######## block 1 ########
**Block 1: cells coloured by class**

Scale: 4 px per micron.
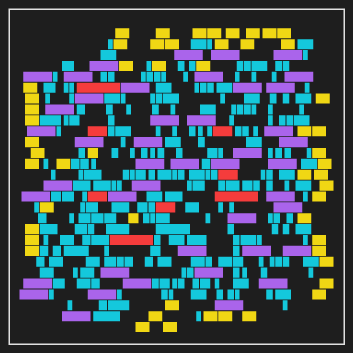

===== src/rtl/sample_pkg.sv =====
// Shared types, defaults and size helpers for the sample assembler.
package sample_pkg;

  localparam int DEF_MAX_BYTES     = 4;
  localparam int DEF_DEFAULT_BYTES = 2;

  typedef enum logic [0:0] {
    COLLECT = 1'b0,
    HOLD    = 1'b1
  } asm_state_t;

  function automatic logic size_illegal(input logic [2:0] size, input int max_bytes);
    return (size == 3'd0) || (int'(size) > max_bytes);
  endfunction

  // Bytes per sample actually used: an illegal request falls back to the default size.
  function automatic logic [2:0] legal_bytes(input logic [2:0] size, input int max_bytes,
                                             input int dflt);
    logic [2:0] n;
    if (size_illegal(size, max_bytes)) begin
      n = 3'(dflt);
    end else begin
      n = size;
    end
    return n;
  endfunction

endpackage


===== src/rtl/sample_assembler_if.sv =====
// Byte-in / sample-out bundle of the sample assembler; slave is the assembler side.
interface sample_assembler_if #(
  parameter int MAX_BYTES = 4,
  parameter int NUM_CH    = 2
);
  localparam int OUT_W = 8 * MAX_BYTES;
  localparam int CH_W  = $clog2(NUM_CH);

  logic [7:0]       byte_data;
  logic             byte_valid;
  logic             byte_ready;
  logic [2:0]       sample_size;
  logic [OUT_W-1:0] sample_data;
  logic [CH_W-1:0]  sample_ch;
  logic             sample_last;
  logic             sample_valid;
  logic             sample_ready;
  logic             size_err;

  modport master (
    output byte_data, byte_valid, sample_size, sample_ready,
    input  byte_ready, sample_data, sample_ch, sample_last, sample_valid, size_err
  );

  modport slave (
    input  byte_data, byte_valid, sample_size, sample_ready,
    output byte_ready, sample_data, sample_ch, sample_last, sample_valid, size_err
  );
endinterface


===== src/rtl/sample_pack_reg.sv =====
// Word register with byte-lane writes, frame-start zero fill and an optional whole-word load.
module sample_pack_reg #(
  parameter int MAX_BYTES = 4
) (
  input  logic                   clk,
  input  logic                   rst,
  input  logic                   wr_en,
  input  logic                   start,
  input  logic [2:0]             lane,
  input  logic [7:0]             data,
  input  logic                   load,
  input  logic [8*MAX_BYTES-1:0] load_word,
  output logic [8*MAX_BYTES-1:0] word
);

  logic [MAX_BYTES-1:0][7:0] lanes_r;

  // Per-lane update: the written byte wins, then start-of-sample clear, then bulk load.
  always_ff @(posedge clk) begin
    if (rst) begin
      for (int i = 0; i < MAX_BYTES; i++) begin
        lanes_r[i] <= 8'h00;
      end
    end else begin
      for (int i = 0; i < MAX_BYTES; i++) begin
        if (wr_en && (lane == 3'(i))) begin
          lanes_r[i] <= data;
        end else if (wr_en && start) begin
          lanes_r[i] <= 8'h00;
        end else if (load) begin
          lanes_r[i] <= load_word[8*i +: 8];
        end else begin
          lanes_r[i] <= lanes_r[i];
        end
      end
    end
  end

  assign word = lanes_r;

endmodule


===== src/rtl/sample_assembler.sv =====
// Packs little-endian byte streams into MSB-aligned PCM words tagged with channel and frame end.
// Build macro SAMPLE_SKID_EN adds a shadow word so bytes keep flowing while a sample waits.
module sample_assembler
  import sample_pkg::*;
#(
  parameter int MAX_BYTES     = DEF_MAX_BYTES,
  parameter int NUM_CH        = 2,
  parameter int DEFAULT_BYTES = DEF_DEFAULT_BYTES
) (
  input  logic              clk,
  input  logic              rst,
  sample_assembler_if.slave bus
);

  localparam int OUT_W = 8 * MAX_BYTES;
  localparam int CH_W  = $clog2(NUM_CH);
  localparam logic [CH_W-1:0] LAST_CH = CH_W'(NUM_CH - 1);
  localparam logic [CH_W-1:0] CH_ZERO = CH_W'(32'd0);
  localparam logic [CH_W-1:0] CH_ONE  = CH_W'(32'd1);

  asm_state_t       state_r;
  logic             byte_ready_r;
  logic             sample_valid_r;
  logic             sample_last_r;
  logic             size_err_r;
  logic [2:0]       byte_cnt_r;
  logic [2:0]       size_r;
  logic [CH_W-1:0]  asm_ch_r;
  logic [CH_W-1:0]  sample_ch_r;

  logic             byte_acc_s;
  logic             smp_acc_s;
  logic             frame_start_s;
  logic             first_byte_s;
  logic             last_byte_s;
  logic [2:0]       eff_n_s;
  logic [2:0]       lane_s;
  logic [CH_W-1:0]  asm_ch_nxt_s;
  logic [CH_W-1:0]  sample_ch_nxt_s;
  logic [OUT_W-1:0] out_word_s;

  assign byte_acc_s    = bus.byte_valid && byte_ready_r;
  assign smp_acc_s     = sample_valid_r && bus.sample_ready;
  assign first_byte_s  = (byte_cnt_r == 3'd0);
  assign frame_start_s = first_byte_s && (asm_ch_r == CH_ZERO);

  // Size in force for the current byte: sampled live at frame start, latched otherwise.
  always_comb begin
    if (frame_start_s) begin
      eff_n_s = legal_bytes(bus.sample_size, MAX_BYTES, DEFAULT_BYTES);
    end else begin
      eff_n_s = size_r;
    end
  end

  assign last_byte_s = byte_acc_s && (byte_cnt_r == (eff_n_s - 3'd1));
  // Byte k of an N-byte sample sits N-1-k lanes below the top lane.
  assign lane_s      = 3'(MAX_BYTES) - eff_n_s + byte_cnt_r;

  // Channel successors for the assembling and the presented sample.
  always_comb begin
    if (asm_ch_r == LAST_CH) begin
      asm_ch_nxt_s = CH_ZERO;
    end else begin
      asm_ch_nxt_s = asm_ch_r + CH_ONE;
    end
    if (sample_ch_r == LAST_CH) begin
      sample_ch_nxt_s = CH_ZERO;
    end else begin
      sample_ch_nxt_s = sample_ch_r + CH_ONE;
    end
  end

`ifdef SAMPLE_SKID_EN
  logic             shd_full_r;
  logic             out_wr_s;
  logic             shd_wr_s;
  logic [OUT_W-1:0] shd_word_s;

  // While the output is occupied bytes go to the shadow; a freed output absorbs the shadow.
  assign out_wr_s = byte_acc_s && ((state_r == COLLECT) || smp_acc_s);
  assign shd_wr_s = byte_acc_s && (state_r == HOLD) && !smp_acc_s;

  sample_pack_reg #(.MAX_BYTES(MAX_BYTES)) u_out (
    .clk       (clk),
    .rst       (rst),
    .wr_en     (out_wr_s),
    .start     (first_byte_s),
    .lane      (lane_s),
    .data      (bus.byte_data),
    .load      (smp_acc_s),
    .load_word (shd_word_s),
    .word      (out_word_s)
  );

  sample_pack_reg #(.MAX_BYTES(MAX_BYTES)) u_shd (
    .clk       (clk),
    .rst       (rst),
    .wr_en     (shd_wr_s),
    .start     (first_byte_s),
    .lane      (lane_s),
    .data      (bus.byte_data),
    .load      (1'b0),
    .load_word ({OUT_W{1'b0}}),
    .word      (shd_word_s)
  );
`else
  sample_pack_reg #(.MAX_BYTES(MAX_BYTES)) u_out (
    .clk       (clk),
    .rst       (rst),
    .wr_en     (byte_acc_s),
    .start     (first_byte_s),
    .lane      (lane_s),
    .data      (bus.byte_data),
    .load      (1'b0),
    .load_word ({OUT_W{1'b0}}),
    .word      (out_word_s)
  );
`endif

  // Control FSM: counters, size latch, handshake flags and sample tags.
  always_ff @(posedge clk) begin
    if (rst) begin
      state_r        <= COLLECT;
      byte_ready_r   <= 1'b0;
      sample_valid_r <= 1'b0;
      sample_last_r  <= 1'b0;
      size_err_r     <= 1'b0;
      byte_cnt_r     <= 3'd0;
      size_r         <= 3'(DEFAULT_BYTES);
      asm_ch_r       <= CH_ZERO;
      sample_ch_r    <= CH_ZERO;
`ifdef SAMPLE_SKID_EN
      shd_full_r     <= 1'b0;
`endif
    end else begin
      if (byte_acc_s && frame_start_s) begin
        size_r <= eff_n_s;
        if (size_illegal(bus.sample_size, MAX_BYTES)) begin
          size_err_r <= 1'b1;
        end
      end

      if (byte_acc_s) begin
        if (last_byte_s) begin
          byte_cnt_r <= 3'd0;
          asm_ch_r   <= asm_ch_nxt_s;
        end else begin
          byte_cnt_r <= byte_cnt_r + 3'd1;
        end
      end

      if (smp_acc_s) begin
        sample_ch_r   <= sample_ch_nxt_s;
        sample_last_r <= (sample_ch_nxt_s == LAST_CH);
      end

      case (state_r)
        COLLECT: begin
          byte_ready_r <= 1'b1;
          if (last_byte_s) begin
            state_r        <= HOLD;
            sample_valid_r <= 1'b1;
`ifndef SAMPLE_SKID_EN
            byte_ready_r   <= 1'b0;
`endif
          end
        end
        HOLD: begin
`ifdef SAMPLE_SKID_EN
          if (smp_acc_s && shd_full_r) begin
            shd_full_r   <= 1'b0;
            byte_ready_r <= 1'b1;
          end else if (smp_acc_s && !last_byte_s) begin
            state_r        <= COLLECT;
            sample_valid_r <= 1'b0;
          end else if (!smp_acc_s && last_byte_s) begin
            shd_full_r   <= 1'b1;
            byte_ready_r <= 1'b0;
          end
`else
          if (smp_acc_s) begin
            state_r        <= COLLECT;
            sample_valid_r <= 1'b0;
            byte_ready_r   <= 1'b1;
          end
`endif
        end
        default: begin
          state_r        <= COLLECT;
          sample_valid_r <= 1'b0;
          byte_ready_r   <= 1'b0;
        end
      endcase
    end
  end

  assign bus.byte_ready   = byte_ready_r;
  assign bus.sample_valid = sample_valid_r;
  assign bus.sample_data  = out_word_s;
  assign bus.sample_ch    = sample_ch_r;
  assign bus.sample_last  = sample_last_r;
  assign bus.size_err     = size_err_r;

endmodule


===== src/flat_wrapper.sv =====
// flat-port wrapper written by rule: the top's interface ports become plain ports
module sample_assembler_flat import sample_pkg::*;
#(
  parameter int MAX_BYTES     = DEF_MAX_BYTES,
  parameter int NUM_CH        = 2,
  parameter int DEFAULT_BYTES = DEF_DEFAULT_BYTES
)
  (clk, rst, bus_byte_data, bus_byte_valid, bus_sample_size, bus_sample_ready, bus_byte_ready, bus_sample_data, bus_sample_ch, bus_sample_last, bus_sample_valid, bus_size_err);
  sample_assembler_if #(.MAX_BYTES(MAX_BYTES), .NUM_CH(NUM_CH)) bus_i ();
  input  logic clk;
  input  logic rst;
  input wire logic [$bits(bus_i.byte_data)-1:0] bus_byte_data;
  input wire logic [$bits(bus_i.byte_valid)-1:0] bus_byte_valid;
  input wire logic [$bits(bus_i.sample_size)-1:0] bus_sample_size;
  input wire logic [$bits(bus_i.sample_ready)-1:0] bus_sample_ready;
  output wire logic [$bits(bus_i.byte_ready)-1:0] bus_byte_ready;
  output wire logic [$bits(bus_i.sample_data)-1:0] bus_sample_data;
  output wire logic [$bits(bus_i.sample_ch)-1:0] bus_sample_ch;
  output wire logic [$bits(bus_i.sample_last)-1:0] bus_sample_last;
  output wire logic [$bits(bus_i.sample_valid)-1:0] bus_sample_valid;
  output wire logic [$bits(bus_i.size_err)-1:0] bus_size_err;
  assign bus_i.byte_data = bus_byte_data;
  assign bus_i.byte_valid = bus_byte_valid;
  assign bus_i.sample_size = bus_sample_size;
  assign bus_i.sample_ready = bus_sample_ready;
  assign bus_byte_ready = bus_i.byte_ready;
  assign bus_sample_data = bus_i.sample_data;
  assign bus_sample_ch = bus_i.sample_ch;
  assign bus_sample_last = bus_i.sample_last;
  assign bus_sample_valid = bus_i.sample_valid;
  assign bus_size_err = bus_i.size_err;
  sample_assembler #(.MAX_BYTES(MAX_BYTES), .NUM_CH(NUM_CH), .DEFAULT_BYTES(DEFAULT_BYTES)) u_core (.clk(clk), .rst(rst), .bus(bus_i));
endmodule

===== config.mk =====
export PLATFORM = sky130hd
export DESIGN_NAME = sample_assembler_flat
export DESIGN_NICKNAME = d
export VERILOG_FILES = /design/src/rtl/sample_pkg.sv /design/src/rtl/sample_assembler_if.sv /design/src/rtl/sample_pack_reg.sv /design/src/rtl/sample_assembler.sv /design/src/flat_wrapper.sv
export SDC_FILE = /design/constraint.sdc
export NUM_CORES = 1
export LEC_CHECK = 0
export CAP_MARGIN = 20
export CELL_PAD_IN_SITES_DETAIL_PLACEMENT = 0
export CELL_PAD_IN_SITES_GLOBAL_PLACEMENT = 1
export CORE_MARGIN = 2
export CORE_UTILIZATION = 38
export CTS_CLUSTER_SIZE = 25
export DETAILED_ROUTE_END_ITERATION = 10
export PLACE_DENSITY_LB_ADDON = 0.25
export SLEW_MARGIN = 20
export SYNTH_ARGS = -nofsm -noshare
export SYNTH_HDL_FRONTEND = slang
export SYNTH_HIERARCHICAL = 1
export SYNTH_SLANG_ARGS = --single-unit

===== constraint.sdc =====
create_clock -name clk -period 4.25 [get_ports clk]
set_clock_uncertainty 0.05 [all_clocks]
set_input_delay 0.425 -clock clk [delete_from_list [all_inputs] [get_ports clk]]
set_output_delay 0.425 -clock clk [all_outputs]
set_load 0.01 [all_outputs]

######## block 2 ########
[config.mk]
export PLATFORM = sky130hd
export DESIGN_NAME = param_shift_reg
export DESIGN_NICKNAME = d
export VERILOG_FILES = /design/src/rtl/param_shift_pkg.sv /design/src/rtl/shift_step.sv /design/src/rtl/param_shift_reg.sv
export SDC_FILE = /design/constraint.sdc
export NUM_CORES = 1
export LEC_CHECK = 0
export ABC_AREA = 0
export ABC_CLOCK_PERIOD_IN_PS = 2160
export CAP_MARGIN = 20
export CORE_MARGIN = 2
export CORE_UTILIZATION = 50
export CTS_CLUSTER_DIAMETER = 40
export CTS_CLUSTER_SIZE = 30
export DETAILED_ROUTE_END_ITERATION = 16
export HOLD_SLACK_MARGIN = 0.03
export MAX_ROUTING_LAYER = met4
export PLACE_DENSITY = 0.8
export SYNTH_ARGS = -nofsm -noshare
export SYNTH_HDL_FRONTEND = slang
export SYNTH_HIERARCHICAL = 1
export SYNTH_SLANG_ARGS = --single-unit
export TNS_END_PERCENT = 1
[constraint.sdc]
create_clock -name clk -period 2.16 [get_ports clk]
set_input_delay 0.216 -clock clk [delete_from_list [all_inputs] [get_ports clk]]
set_output_delay 0.216 -clock clk [all_outputs]
set_load 0.02 [all_outputs]
[src/rtl/param_shift_pkg.sv]
// Shared mode encodings and FSM state type for the parameterised shift register.
package param_shift_pkg;

   typedef logic [2:0] mode_t;

   localparam mode_t MODE_HOLD = 3'b000;
   localparam mode_t MODE_SHL  = 3'b001;
   localparam mode_t MODE_SHR  = 3'b010;
   localparam mode_t MODE_ROL  = 3'b011;
   localparam mode_t MODE_ROR  = 3'b100;
   localparam mode_t MODE_ASR  = 3'b101;

   typedef enum logic [1:0] {
      IDLE,
      SHIFT,
      DONE
   } state_e;

endpackage

[src/rtl/shift_step.sv]
// One-step next-value logic for the shift register; purely combinational.
module shift_step
   import param_shift_pkg::*;
#(
   parameter int unsigned WIDTH = 8
) (
   input  logic [WIDTH-1:0] q_i,
   input  mode_t            mode_i,
   input  logic             sin_i,
   output logic [WIDTH-1:0] q_o
);

   always_comb begin
      q_o = q_i;
      case (mode_i)
         MODE_HOLD: q_o = q_i;
         MODE_SHL:  q_o = {q_i[WIDTH-2:0], sin_i};
         MODE_SHR:  q_o = {sin_i, q_i[WIDTH-1:1]};
         MODE_ROL:  q_o = {q_i[WIDTH-2:0], q_i[WIDTH-1]};
         MODE_ROR:  q_o = {q_i[0], q_i[WIDTH-1:1]};
         MODE_ASR:  q_o = {q_i[WIDTH-1], q_i[WIDTH-1:1]};
         // 110 and 111 are reserved and behave as hold
         default:   q_o = q_i;
      endcase
   end

endmodule

[src/rtl/param_shift_reg.sv]
// Parameterised shift/rotate register with single-step and counted burst operation.
module param_shift_reg
   import param_shift_pkg::*;
#(
   parameter int unsigned WIDTH = 8,
   parameter int unsigned CNT_W = $clog2(WIDTH + 1)
) (
   input  logic             clk,
   input  logic             rst,
   input  logic             load,
   input  logic [WIDTH-1:0] in,
   input  logic             sin,
   input  logic [2:0]       mode,
   input  logic             start,
   input  logic [CNT_W-1:0] amount,
   output logic [WIDTH-1:0] q,
   output logic             sout_msb,
   output logic             sout_lsb,
   output logic             busy,
   output logic             done
);

   localparam logic [CNT_W-1:0] MaxCnt = CNT_W'(WIDTH);
   localparam logic [CNT_W-1:0] OneCnt = CNT_W'(1);

   logic [WIDTH-1:0] q_q, q_d;
   logic [CNT_W-1:0] cnt_q, cnt_d;
   mode_t            mode_lat_q, mode_lat_d;
   state_e           state_q, state_d;

   mode_t            step_mode;
   logic [WIDTH-1:0] step_q;

   // During a burst the latched mode drives the step; otherwise the live input does
   assign step_mode = (state_q == SHIFT) ? mode_lat_q : mode_t'(mode);

   shift_step #(
      .WIDTH (WIDTH)
   ) u_shift_step (
      .q_i    (q_q),
      .mode_i (step_mode),
      .sin_i  (sin),
      .q_o    (step_q)
   );

   always_comb begin
      q_d        = q_q;
      cnt_d      = cnt_q;
      mode_lat_d = mode_lat_q;
      state_d    = state_q;

      if (load) begin
         q_d     = in;
         cnt_d   = '0;
         state_d = IDLE;
      end else begin
         case (state_q)
            IDLE: begin
               if (start) begin
                  if (amount == '0) begin
                     state_d = DONE;
                  end else begin
                     mode_lat_d = mode_t'(mode);
                     cnt_d      = (amount > MaxCnt) ? MaxCnt : amount;
                     state_d    = SHIFT;
                  end
               end else begin
                  q_d = step_q;
               end
            end
            SHIFT: begin
               q_d   = step_q;
               cnt_d = cnt_q - OneCnt;
               if (cnt_q == OneCnt) begin
                  state_d = DONE;
               end
            end
            DONE: begin
               state_d = IDLE;
            end
            default: begin
               state_d = IDLE;
            end
         endcase
      end
   end

   always_ff @(posedge clk) begin
      if (rst) begin
         q_q        <= '0;
         cnt_q      <= '0;
         mode_lat_q <= MODE_HOLD;
         state_q    <= IDLE;
      end else begin
         q_q        <= q_d;
         cnt_q      <= cnt_d;
         mode_lat_q <= mode_lat_d;
         state_q    <= state_d;
      end
   end

   assign q        = q_q;
   assign sout_msb = q_q[WIDTH-1];
   assign sout_lsb = q_q[0];
   assign busy     = (state_q == SHIFT);
   assign done     = (state_q == DONE);

endmodule

######## block 3 ########
File: src/rtl/mem_wb_unit.sv
// mem_wb_unit: memory access and writeback stage of the multicycle datapath.
//
// Accepts one execute result per transaction, performs a load or store over a
// req/done memory handshake when the instruction needs one, then issues a
// single-cycle register writeback. HALT and ERR are terminal until rst.
//
// Optional build macro: MEM_ALIGN_CHECK_EN
//   defined   -> a load/store to an odd address goes straight to ERR
//   undefined -> addresses pass through unchanged
//
// Ports:
//   clk, rst           clock, synchronous active-high reset
//   ex_*               execute result bus (ex_valid / ex_ready handshake)
//   mem_*              memory request: mem_en held until mem_done
//   wb_*               one-cycle register writeback strobe and payload
//   halted, err        terminal state indications

module mem_wb_unit #(
  parameter int TIMEOUT = 16
) (
  input  logic        clk,
  input  logic        rst,
  input  logic        ex_valid,
  output logic        ex_ready,
  input  logic [15:0] ex_out,
  input  logic [15:0] ex_wrdata,
  input  logic [15:0] ex_pc2,
  input  logic        ex_memread,
  input  logic        ex_memwrite,
  input  logic        ex_regwrite,
  input  logic [1:0]  ex_wbsel,
  input  logic [2:0]  ex_wreg,
  input  logic        ex_halt,
  output logic        mem_en,
  output logic        mem_wr,
  output logic [15:0] mem_addr,
  output logic [15:0] mem_wdata,
  input  logic [15:0] mem_rdata,
  input  logic        mem_done,
  output logic        wb_valid,
  output logic        wb_we,
  output logic [2:0]  wb_reg,
  output logic [15:0] wb_data,
  output logic        halted,
  output logic        err
);

  typedef enum logic [2:0] {
    S_IDLE,
    S_ACCESS,
    S_WB,
    S_HALT,
    S_ERR
  } state_t;

  localparam logic [7:0] CNT_LAST = 8'(TIMEOUT - 1);

  state_t      state;
  logic [7:0]  cnt;
  logic [15:0] out_q;
  logic [15:0] wrdata_q;
  logic [15:0] pc2_q;
  logic        wr_q;
  logic        regwrite_q;
  logic        halt_q;
  logic [1:0]  wbsel_q;
  logic [2:0]  wreg_q;
  logic        bad_align;

`ifdef MEM_ALIGN_CHECK_EN
  assign bad_align = ex_out[0];
`else
  assign bad_align = 1'b0;
`endif

  always_ff @(posedge clk) begin
    if (rst) begin
      state      <= S_IDLE;
      cnt        <= '0;
      out_q      <= '0;
      wrdata_q   <= '0;
      pc2_q      <= '0;
      wr_q       <= 1'b0;
      regwrite_q <= 1'b0;
      halt_q     <= 1'b0;
      wbsel_q    <= '0;
      wreg_q     <= '0;
      wb_reg     <= '0;
      wb_data    <= '0;
    end else begin
      case (state)
        S_IDLE: begin
          if (ex_valid) begin
            out_q      <= ex_out;
            wrdata_q   <= ex_wrdata;
            pc2_q      <= ex_pc2;
            wr_q       <= ex_memwrite;
            regwrite_q <= ex_regwrite;
            halt_q     <= ex_halt;
            wbsel_q    <= ex_wbsel;
            wreg_q     <= ex_wreg;
            cnt        <= '0;
            if (ex_memread && ex_memwrite) begin
              state <= S_ERR;
            end else if (ex_wbsel == 2'b11) begin
              state <= S_ERR;
            end else if ((ex_memread || ex_memwrite) && bad_align) begin
              state <= S_ERR;
            end else if (ex_memread || ex_memwrite) begin
              state <= S_ACCESS;
            end else begin
              // No memory access: writeback payload is known now. A memory
              // source without a load has no data, so it writes zero.
              state  <= S_WB;
              wb_reg <= ex_wreg;
              case (ex_wbsel)
                2'b10:   wb_data <= ex_pc2;
                2'b01:   wb_data <= '0;
                default: wb_data <= ex_out;
              endcase
            end
          end
        end
        S_ACCESS: begin
          cnt <= cnt + 8'd1;
          // done wins over timeout when both land in the last cycle
          if (mem_done) begin
            state  <= S_WB;
            wb_reg <= wreg_q;
            case (wbsel_q)
              2'b01:   wb_data <= mem_rdata;
              2'b10:   wb_data <= pc2_q;
              default: wb_data <= out_q;
            endcase
          end else if (cnt == CNT_LAST) begin
            state <= S_ERR;
          end
        end
        S_WB: begin
          state <= halt_q ? S_HALT : S_IDLE;
        end
        S_HALT:  state <= S_HALT;
        S_ERR:   state <= S_ERR;
        default: state <= S_IDLE;
      endcase
    end
  end

  assign ex_ready  = (state == S_IDLE);
  assign mem_en    = (state == S_ACCESS);
  assign mem_wr    = (state == S_ACCESS) && wr_q;
  assign mem_addr  = out_q;
  assign mem_wdata = wrdata_q;
  assign wb_valid  = (state == S_WB);
  assign wb_we     = (state == S_WB) && regwrite_q;
  assign halted    = (state == S_HALT);
  assign err       = (state == S_ERR);

endmodule

File: config.mk
export PLATFORM = sky130hd
export DESIGN_NAME = mem_wb_unit
export DESIGN_NICKNAME = d
export VERILOG_FILES = /design/src/rtl/mem_wb_unit.sv
export SDC_FILE = /design/constraint.sdc
export NUM_CORES = 1
export LEC_CHECK = 0
export CAP_MARGIN = 20
export CORE_MARGIN = 4
export CORE_UTILIZATION = 40
export CTS_CLUSTER_SIZE = 16
export DETAILED_ROUTE_END_ITERATION = 12
export PLACE_DENSITY = 0.7
export RECOVER_POWER = 25
export SYNTH_ARGS = -nofsm -noshare
export SYNTH_HDL_FRONTEND = slang
export SYNTH_SLANG_ARGS = --single-unit
File: constraint.sdc
create_clock -name clk -period 3.41 [get_ports clk]
set_input_delay 0.682 -clock clk [delete_from_list [all_inputs] [get_ports clk]]
set_output_delay 0.682 -clock clk [all_outputs]
set_load 0.01 [all_outputs]
######## block 4 ########
## src/rtl/sram_port_arbiter.sv

```systemverilog
// Two-channel (read/write) arbiter in front of a single-port SRAM.
// Fair alternation on ties, address range checking, and a fixed read latency.
module sram_port_arbiter #(
   parameter int unsigned data_width      = 16,
   parameter int unsigned sram_addr_width = 12,
   parameter int unsigned sram_capacity   = 4096,
   parameter int unsigned read_latency    = 2
) (
   input  logic                       clk,
   input  logic                       reset,
   input  logic                       req_sram_read,
   input  logic [sram_addr_width-1:0] req_sram_read_addr,
   input  logic                       req_sram_write,
   input  logic [sram_addr_width-1:0] req_sram_write_addr,
   input  logic [data_width-1:0]      data_to_sram,
   output logic [data_width-1:0]      data_from_sram,
   output logic                       sram_read_ready,
   output logic                       sram_write_ready,
   output logic                       sram_read_invalid,
   output logic                       sram_write_invalid,
   output logic                       sram_en,
   output logic                       sram_we,
   output logic [sram_addr_width-1:0] sram_addr,
   output logic [data_width-1:0]      sram_wdata,
   input  logic [data_width-1:0]      sram_rdata
);

   localparam int unsigned CmpW = (sram_addr_width > 32) ? sram_addr_width : 32;

   localparam logic [1:0] StIdle     = 2'd0;
   localparam logic [1:0] StReadWait = 2'd1;
   localparam logic [1:0] StWrite    = 2'd2;
   localparam logic [1:0] StDone     = 2'd3;

   logic [1:0]                 state_q, state_d;
   logic                       last_wr_q, last_wr_d;
   logic [2:0]                 cnt_q, cnt_d;
   logic                       inv_q, inv_d;
   logic [data_width-1:0]      dout_q, dout_d;
   logic                       rd_rdy_q, rd_rdy_d;
   logic                       wr_rdy_q, wr_rdy_d;
   logic                       rd_inv_q, rd_inv_d;
   logic                       wr_inv_q, wr_inv_d;
   logic                       en_q, en_d;
   logic                       we_q, we_d;
   logic [sram_addr_width-1:0] addr_q, addr_d;
   logic [data_width-1:0]      wdata_q, wdata_d;

   logic grant_rd, grant_wr;
   logic rd_ok, wr_ok;

   // Unsigned range check, zero-extended so narrow and wide address buses compare alike.
   always_comb begin
      rd_ok = CmpW'(req_sram_read_addr) < CmpW'(sram_capacity);
      wr_ok = CmpW'(req_sram_write_addr) < CmpW'(sram_capacity);
   end

   // Grant decision; on a tie the channel not granted last time wins.
   always_comb begin
      grant_rd = 1'b0;
      grant_wr = 1'b0;
      if (state_q == StIdle) begin
         grant_rd = req_sram_read && (!req_sram_write || last_wr_q);
         grant_wr = req_sram_write && !grant_rd;
      end
   end

   // Next-state and registered-output computation.
   always_comb begin
      state_d   = state_q;
      last_wr_d = last_wr_q;
      cnt_d     = cnt_q;
      inv_d     = inv_q;
      dout_d    = dout_q;
      rd_rdy_d  = 1'b0;
      wr_rdy_d  = 1'b0;
      rd_inv_d  = 1'b0;
      wr_inv_d  = 1'b0;
      en_d      = 1'b0;
      we_d      = 1'b0;
      addr_d    = '0;
      wdata_d   = '0;
      case (state_q)
         StIdle: begin
            if (grant_rd) begin
               last_wr_d = 1'b0;
               inv_d     = !rd_ok;
               state_d   = StReadWait;
               if (rd_ok) begin
                  en_d   = 1'b1;
                  addr_d = req_sram_read_addr;
                  cnt_d  = 3'(read_latency);
               end else begin
                  // Rejected read: terminate READ_WAIT on the very next edge.
                  cnt_d = 3'd0;
               end
            end else if (grant_wr) begin
               last_wr_d = 1'b1;
               inv_d     = !wr_ok;
               state_d   = StWrite;
               if (wr_ok) begin
                  en_d    = 1'b1;
                  we_d    = 1'b1;
                  addr_d  = req_sram_write_addr;
                  wdata_d = data_to_sram;
               end
            end
         end
         StReadWait: begin
            if (cnt_q == 3'd0) begin
               if (inv_q) begin
                  rd_inv_d = 1'b1;
               end else begin
                  rd_rdy_d = 1'b1;
                  dout_d   = sram_rdata;
               end
               state_d = StDone;
            end else begin
               cnt_d = cnt_q - 3'd1;
            end
         end
         StWrite: begin
            if (inv_q) begin
               wr_inv_d = 1'b1;
            end else begin
               wr_rdy_d = 1'b1;
            end
            state_d = StDone;
         end
         default: begin
            // DONE: ignore requests for one cycle so a dropped request is never re-granted.
            state_d = StIdle;
         end
      endcase
   end

   // State and output registers with synchronous active-low reset.
   always_ff @(posedge clk) begin
      if (!reset) begin
         state_q   <= StIdle;
         last_wr_q <= 1'b1;
         cnt_q     <= '0;
         inv_q     <= 1'b0;
         dout_q    <= '0;
         rd_rdy_q  <= 1'b0;
         wr_rdy_q  <= 1'b0;
         rd_inv_q  <= 1'b0;
         wr_inv_q  <= 1'b0;
         en_q      <= 1'b0;
         we_q      <= 1'b0;
         addr_q    <= '0;
         wdata_q   <= '0;
      end else begin
         state_q   <= state_d;
         last_wr_q <= last_wr_d;
         cnt_q     <= cnt_d;
         inv_q     <= inv_d;
         dout_q    <= dout_d;
         rd_rdy_q  <= rd_rdy_d;
         wr_rdy_q  <= wr_rdy_d;
         rd_inv_q  <= rd_inv_d;
         wr_inv_q  <= wr_inv_d;
         en_q      <= en_d;
         we_q      <= we_d;
         addr_q    <= addr_d;
         wdata_q   <= wdata_d;
      end
   end

   // Drive ports straight from flops.
   always_comb begin
      data_from_sram     = dout_q;
      sram_read_ready    = rd_rdy_q;
      sram_write_ready   = wr_rdy_q;
      sram_read_invalid  = rd_inv_q;
      sram_write_invalid = wr_inv_q;
      sram_en            = en_q;
      sram_we            = we_q;
      sram_addr          = addr_q;
      sram_wdata         = wdata_q;
   end

endmodule
```

## config.mk

```make
export PLATFORM = sky130hd
export DESIGN_NAME = sram_port_arbiter
export DESIGN_NICKNAME = d
export VERILOG_FILES = /design/src/rtl/sram_port_arbiter.sv
export SDC_FILE = /design/constraint.sdc
export NUM_CORES = 1
export LEC_CHECK = 0
export ABC_AREA = 1
export CORE_AREA = 2 2 48 84
export CTS_BUF_LIST = sky130_fd_sc_hd__clkbuf_4
export CTS_CLUSTER_DIAMETER = 60
export CTS_CLUSTER_SIZE = 16
export DETAILED_ROUTE_END_ITERATION = 10
export DIE_AREA = 0 0 50 86
export DONT_BUFFER_PORTS = 1
export GPL_TIMING_DRIVEN = 0
export PLACE_DENSITY_LB_ADDON = 0.15
export RECOVER_POWER = 100
export SYNTH_ARGS = -nofsm -noshare
export SYNTH_HDL_FRONTEND = slang
export SYNTH_SLANG_ARGS = --single-unit
```

## constraint.sdc

```tcl
create_clock -name clk -period 2.9 [get_ports clk]
set_clock_uncertainty 0.05 [all_clocks]
set_input_delay 0.58 -clock clk [delete_from_list [all_inputs] [get_ports clk]]
set_output_delay 0.58 -clock clk [all_outputs]
set_load 0.02 [all_outputs]
```

**Block 3: cells coloured by class**

Scale: 3 px per micron.
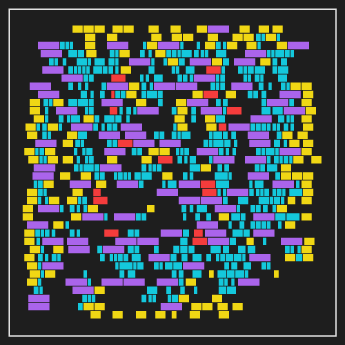
| class | colour | cells | share of their area |
|---|---|---|---|
| clock drivers and dummy loads | red | 16 | 3.5% |
| remaining logic cells | cyan | 395 | 39% |
| remaining buffers and delay cells | yellow | 139 | 26% |
| registers | purple | 86 | 32% |
core area: 9770 sq um
row cnt: 36

==> impl_metrics.csv, block 3 <==
group,metric,value,unit
hold_path,hold_depth,2,
clock_network,cts-buffers-inserted,9,
clock_network,clockBufferDepth,2,
layout,design_area,5520,sq um
hold_path,min_from,"mem_wdata[6]",
setup_path,reg2reg_slack,740,ps
setup_path,cp.arrival,2160,ps
setup_path,required,2730,ps
clock_network,tritoncts,"done",
place,place_inst,753,
global_route,grt_util_met3,0.0579,
setup_path,critPathLaunch,"state[0]",
job,warnings,28,
global_route,gr-usage-met1,0.258,
logic_synthesis,yosys_warnings,0,
logic_synthesis,synth_cell_types,42,
power,p_sw_frac,0.365,
routing,drtIter0Drc,203,
setup_path,endpoint,"mem_wr",
sta,worstMarginPinSlew,1140,ps
logic_synthesis,ys_cells,526,
global_route,top_usage_layer,"met2",
power,comb_power_share,0.368,
logic_synthesis,synth_area,4030,sq um
run_status,status,"completed",
logic_synthesis,area_leaders,"dfxtp_1 (43%), nand2_1 (14%), a21oi_1 (12%), o21ai_0 (5.0%), nor3_2 (4.0%)",
layout,nets,713,
place,dp_hpwl,8180,microns
setup_path,crit_chain,"or3b_2 -> clkinv_4 -> and2_1 -> clkdlybuf4s50_1",
logic_synthesis,yosys.area.top_type,"dfxtp_1",
sta,fin_ws,565,ps
logic_synthesis,ys_sh_simple,0.257,
routing,drtAntennaViolNets,0,
floorplan,ios,135,
setup_path,worst-setup-path-type,"reg -> out",
sta,slew_headroom,0.239,
place,port_buffers,134,
global_route,antenna_found_initial,0,
floorplan,fp_util,0.412,
## block 3: layout make-up
type,instances,area (sq um)
multi-input combinational,389,2050
tap,133,166
fill,926,4250
clock inverter,4,31.3
clock buffer,12,155
timing repair buffer,139,1370
inverter,6,27.5
sequential,86,1720
## block 3: power groups by stage
stage	combinational [uW]	sequential [uW]	clock [uW]
6_report	1130	1260	679
5_1_grt	1230	1280	741
4_1_cts	1160	1250	700
3_5_place_dp	1150	1280	0
3_3_place_gp	1130	1270	0
2_1_floorplan	677	1290	0
## block 3: cell usage in the layout (no fill, tap or decap), types with 3 or more instances in the layout
cell type        netlist  final
inv_1                  4      5
nand3_1                3      3
nor4_1                 3      3
nor3_2                16     16
clkdlybuf4s50_1        0    114
dfxtp_1               86     86
nor2b_1               16     16
nor3b_1                4      4
buf_4                  6      3
and2_1                 4      3
mux2i_1                3      3
a21oi_1               99     99
nand2_1              147    147
clkinvlp_4             0      3
clkbuf_8               0     11
ha_1                   5      5
dlygate4sd3_1          0     19
o21ai_0               40     40
nor2_1                 7      7
nand4_1                4      4
a221oi_1              16     16
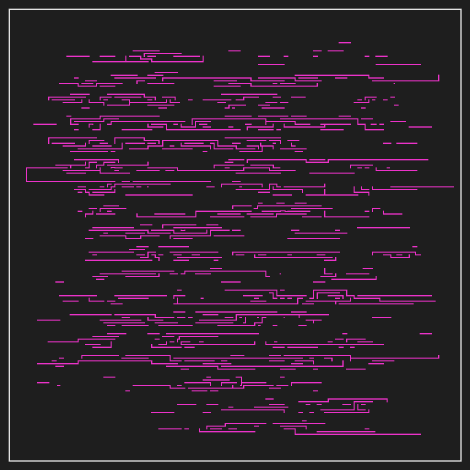
**Above:** block 2 (metal 1).
Scale: 8 px per micron.
wire length on this layer: 1570 microns
longest straight run: 16.1 microns
main direction: horizontal
Vias: 1396
routing usage on met1: 0.309
Final Routed Wirelength: 3730 microns

==> impl_metrics.csv, block 2 <==
group,metric,value,unit
run_status,status,"completed",
logic_synthesis,synth_cells,169,
setup_path,worst-setup-path-type,"reg -> reg",
floorplan,rows,18,
logic_synthesis,flop_cell,"dfxtp_1",
sta,finalClockPeriodUsage,0.920,
layout,design_area,1730,sq um
floorplan,core-area,2520,sq um
sta,worstMarginPinSlew,505,ps
floorplan,tap-cell-count,30,
logic_synthesis,mux_share,0.103,
routing,top_layer,"met4",
layout,fin_cells,229,
floorplan,die_y,56.3,microns
logic_synthesis,async_flop_share,0,
clock_network,cts_resized,0,
layout,sh_comb_area,0.530,
setup_path,worstPathMaxFanout,11,
routing,drtAntennaViolNets,0,
layout,nets,222,
clock_network,clkLatencyLatePin,290,ps
layout,antenna_cells,0,
logic_synthesis,ys_cells,169,
logic_synthesis,edf_count,0,
global_route,grt_max_degree,22,
place,dp_hpwl,2830,microns
setup_path,cp.arrival,2160,ps
clock_network,post_cts_buffers,0,
logic_synthesis,synth_cell_types,43,
clock_network,cts-buffers-inserted,3,
layout,fillerInstances,212,
layout,logic_area,918,sq um
layout,clock_buffers,4,
job,max-cap-violations,0,
logic_synthesis,ys_top_cells_by_count,"dfxtp_1 (17), a211oi_1 (16), mux2i_1 (13)",
clock_network,h-tree-depth,1,
setup_path,critPathLaunchType,"flop",
logic_synthesis,fa_ha_area_frac,0.0183,
clock_network,clockBufferDepth,2,
## block 2: worst paths after layout
check | endpoint | slack (ps) | cells past startpoint
max | q[6] | 170 | 10
min | mode_lat_q[0] | 470 | 2
max reg2reg | q[6] | 170 | 10
min reg2reg | mode_lat_q[0] | 470 | 2
## block 2: layout by cell type (no fill, tap or decap), types with 3 or more instances in the layout
master and count:
nand2b_1 9, clkbuf_4 3, inv_1 9, o21ai_1 7
dfxtp_1 17, nor3_1 10, clkdlybuf4s50_1 31, a211oi_1 16
nor2b_1 9, mux2i_1 13, nand2_1 12, nor2_1 9
a21oi_1 4, buf_4 9, o221a_1 6
## block 2: critical path, stage by stage (launching register included)
cell and delay (ps):
dfxtp_1 340, nand2b_1 180, inv_1 120, nand2_1 100, nand2_1 90, buf_4 190, nor3_2 240, a21oi_1 90
o221a_1 250, mux2i_1 170, a211oi_1 100
## block 2: report_power, final
part / internal (uW) / total, uW / switching (uW)
Combinational: 170 / 339 / 169
Sequential: 337 / 371 / 34.3
Clock: 71.8 / 173 / 102
## block 2: per-layer routing
metal,GRT usage,vias up
li1,-,690
met1,0.309,645
met2,0.425,57
met3,0.0415,4
met4,0.0544,0
met5,-,-
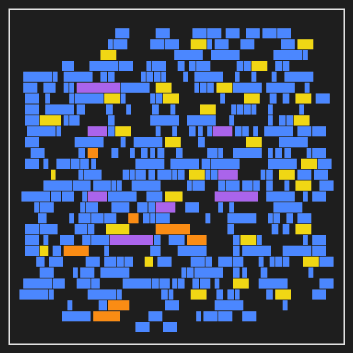
**Above:** block 1 (drive-strength map).
Scale: 4 px per micron.
| size | colour | cells | share | most used |
|---|---|---|---|---|
| x3 and x4 | orange | 7 | 2.0% | buf_4 |
| x2 | yellow | 31 | 9.1% | mux2_2 |
| x6 and larger | purple | 8 | 2.3% | clkbuf_8 |
| x1 and smaller | blue | 296 | 87% | clkdlybuf4s50_1 |
final worst slack: 556 ps
Synth-to-Final Area Change: 33.6%
Non-clk bufs: 53
final instance area: 3200 sq um

## Picture notes: 'cells coloured by class' of block 1
| class | colour | cells | share of their area |
|---|---|---|---|
| clock drivers and dummy loads | red | 8 | 5.1% |
| registers | purple | 44 | 28% |
| remaining buffers and delay cells | yellow | 53 | 17% |
| remaining logic cells | cyan | 237 | 50% |
core area: 5990 sq um
row cnt: 28

==> impl_metrics.csv, block 1 <==
group,metric,value,unit
job,max-cap-violations,0,
logic_synthesis,ys_sh_simple,0.232,
sta,finalMaxSlewViolations,0,
logic_synthesis,fa_ha_area_frac,0.0314,
routing,vias,2132,
setup_path,worst-path-buf-inv,2,
logic_synthesis,ys_sh_aoi,0.117,
setup_path,worstPathMaxFanout,10,
routing,drtAntennaViolNets,0,
run_status,status,"completed",
clock_network,cts_resized,0,
setup_path,crit_chain,"clkdlybuf4s50_1 -> nor2_1 -> ha_1 -> or2_2 -> mux2i_1 -> xnor2_1 -> ha_1 -> xor2_1 -> xnor2_1 -> buf_4 -> nand4bb_1 -> mux2i_1 -> a211oi_1",
sta,grt_setup_unrepaired,"no",
layout,largest_register_ffs,32,
setup_path,cp.arrival,3850,ps
hold_path,hold_depth,1,
global_route,antenna_found_initial,0,
hold_path,hold_path_class,"reg -> reg",
clock_network,tritoncts,"done",
routing,wl_per_cell,14.6,microns
layout,clock_buffers,5,
layout,sh_comb_area,0.473,
setup_path,r2r_end,"u_core/u_out/word[17]",
setup_path,endpoint,"u_core/u_out/word[17]",
block 1: per-stage QoR:
stage | std cells | hold WS [ps]
6_report | 417 | 430
5_1_grt | 417 | 452
4_1_cts | 417 | 436
3_5_place_dp | 409 | 415
3_3_place_gp | 409 | 410
2_1_floorplan | 301 | 385
block 1: power breakdown:
part | internal, uW | switching, uW | leakage, uW
Sequential | 448 | 21.2 | 0.000361
Combinational | 157 | 155 | 0.000866
Clock | 294 | 149 | 0.0000784
block 1: cells in the mapped netlist (all sizes together) (2+ instances only):
library cell,instances,area share
nor2,10,0.016
a21oi,27,0.056
nor2b,4,0.010
xnor2,3,0.011
buf,12,0.030
nand4bb,2,0.0094
a31oi,2,0.0052
or3,2,0.0052
mux2i,12,0.050
a211oi,7,0.022
nor3,8,0.017
dfxtp,44,0.37
inv,7,0.011
ha,6,0.031
clkbuf,8,0.013
nand2,33,0.052
xor2,3,0.011
nand3,31,0.065
mux2,26,0.12
block 1: layer usage:
layer,GRT usage,up-vias,wire length (microns)
li1,-,1071,-
met1,0.209,1005,2800
met2,0.295,48,2960
met3,0.0348,8,231
met4,0.0566,0,91
met5,0,-,0
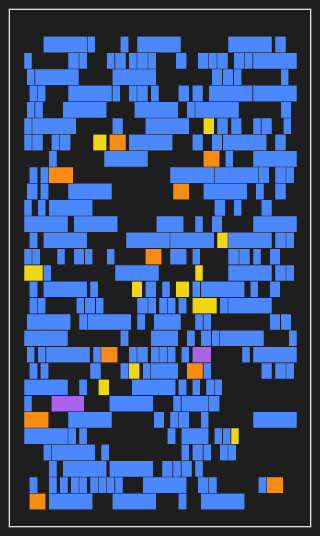
**Above:** block 4 (drive-strength map).
Scale: 6 px per micron.
| size | colour | cells | share |
|---|---|---|---|
| x3 and x4 | orange | 10 | 3.9% |
| x2 | yellow | 11 | 4.3% |
| x1 and smaller | blue | 234 | 91% |
| x6 and larger | purple | 2 | 0.78% |
final instance area: 2110 sq um
Synth-to-Final Area Change: 1.02%

==> impl_metrics.csv, block 4 <==
group,metric,value,unit
run_status,status,"completed",
sta,setup_tns,0,ps
hold_path,hold_depth,2,
setup_path,worstPathMaxFanout,10,
power,p_sw,860,uW
layout,seqCellArea,1080,sq um
power,comb_power_share,0.278,
power,p_int,1190,uW
job,max-cap-violations,0,
power,p_per_area,973,nW/um^2
hold_path,min_to,"sram_wdata[6]",
logic_synthesis,fa_ha_area_frac,0.0359,
floorplan,die_y,86,microns
sta,whs,246,ps
sta,grt_setup_unrepaired,"no",
routing,wl_per_cell,13.2,microns
routing,routed_via_density,4.96,
clock_network,clockBufferDepth,2,
global_route,grt_use_total,0.191,
==> block 4: cell type report <==
| cell class | instances | area share |
|---|---|---|
| Clock inverter | 3 | 0.00890 |
| Inverter | 47 | 0.0842 |
| Tap cell | 46 | 0.0273 |
| Sequential cell | 54 | 0.512 |
| Buffer | 11 | 0.0314 |
| Multi-Input combinational cell | 137 | 0.318 |
| Clock buffer | 5 | 0.0178 |
==> block 4: power groups by stage <==
stage / clock [uW] / sequential, uW / combinational (uW)
final: 327 / 1150 / 570
after global routing: 370 / 1170 / 668
after global placement: 0 / 1170 / 622
after floorplan: 0 / 1150 / 521
after detailed placement: 0 / 1180 / 638
after CTS: 343 / 1160 / 639
==> block 4: registers in the layout, indices dropped and copies added, names as in the netlist, 2 cells and up <==
signal / flops
cnt_q: 3
sram_wdata: 16
sram_addr: 12
data_from_sram: 16
state_q: 2
==> block 4: critical path, cell delays in order (launching register included) <==
cell	delay, ps
dfxtp_1	370
inv_1	100
ha_1	240
inv_1	110
nor2_1	250
clkbuf_1	420
nand2_1	140
a21oi_2	150


==> layout pictures side by side <==
Routing congestion.
panel A
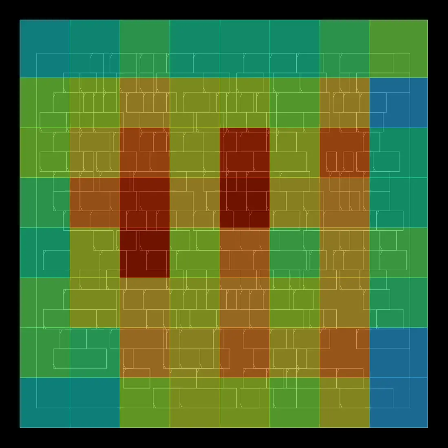
panel B
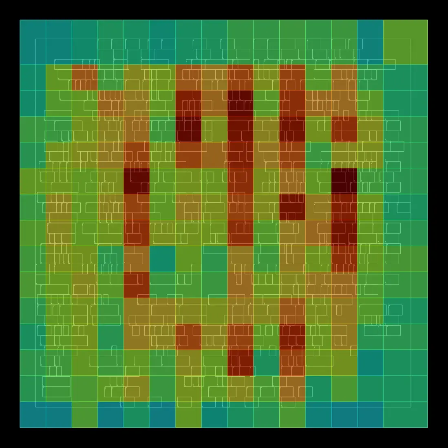
panel C
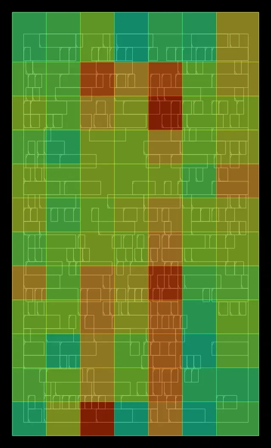
panel D
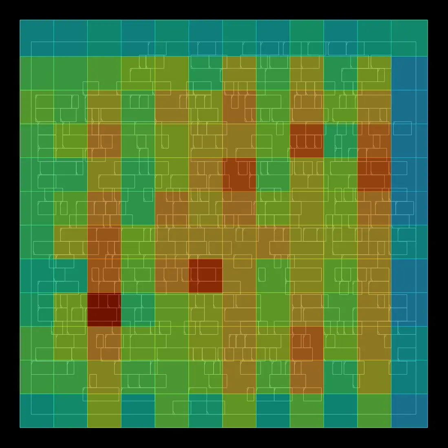
- panel C = block 4
- panel B = block 3
- panel D = block 1
- panel A = block 2


==> notes/layouts.md <==
Pictures saved along the way, in no particular order.

Zoomed window.
Plate I
Window x 2 to 27, y 30 to 55 microns. Cells in grey, sequential cells in the stronger grey; small squares are vias.
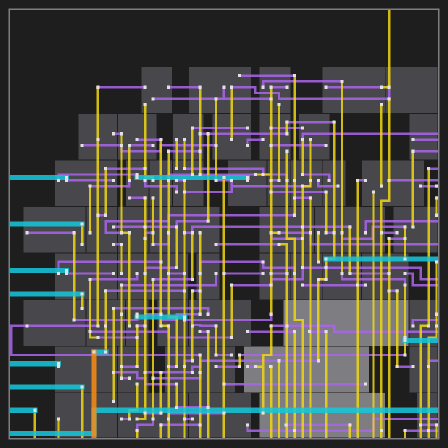
Plate II
Window x 0 to 25, y 52 to 77 microns. Cells in grey, sequential cells in the stronger grey; small squares are vias.
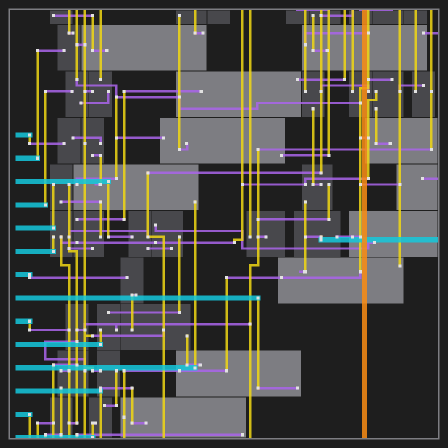
Plate III
Window x 15 to 40, y 69 to 94 microns. Cells in grey, sequential cells in the stronger grey; small squares are vias.
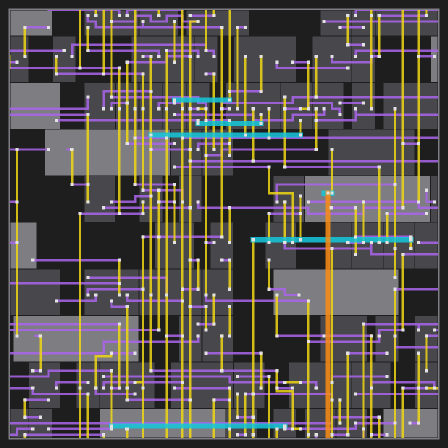
Plate IV
Window x 8 to 33, y 50 to 75 microns. Cells in grey, sequential cells in the stronger grey; small squares are vias.
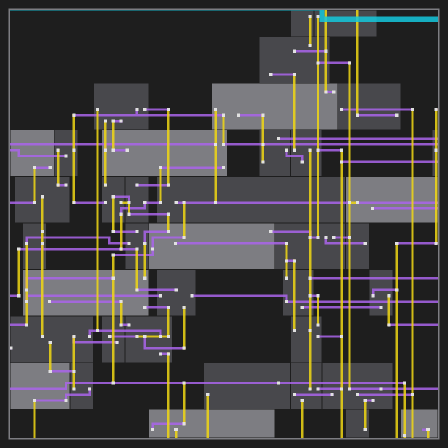
For block 1, see Plate IV.
For block 2, see Plate I.
For block 3, see Plate III.
For block 4, see Plate II.

No activity file was given, so power comes from the tool's default toggle rates.
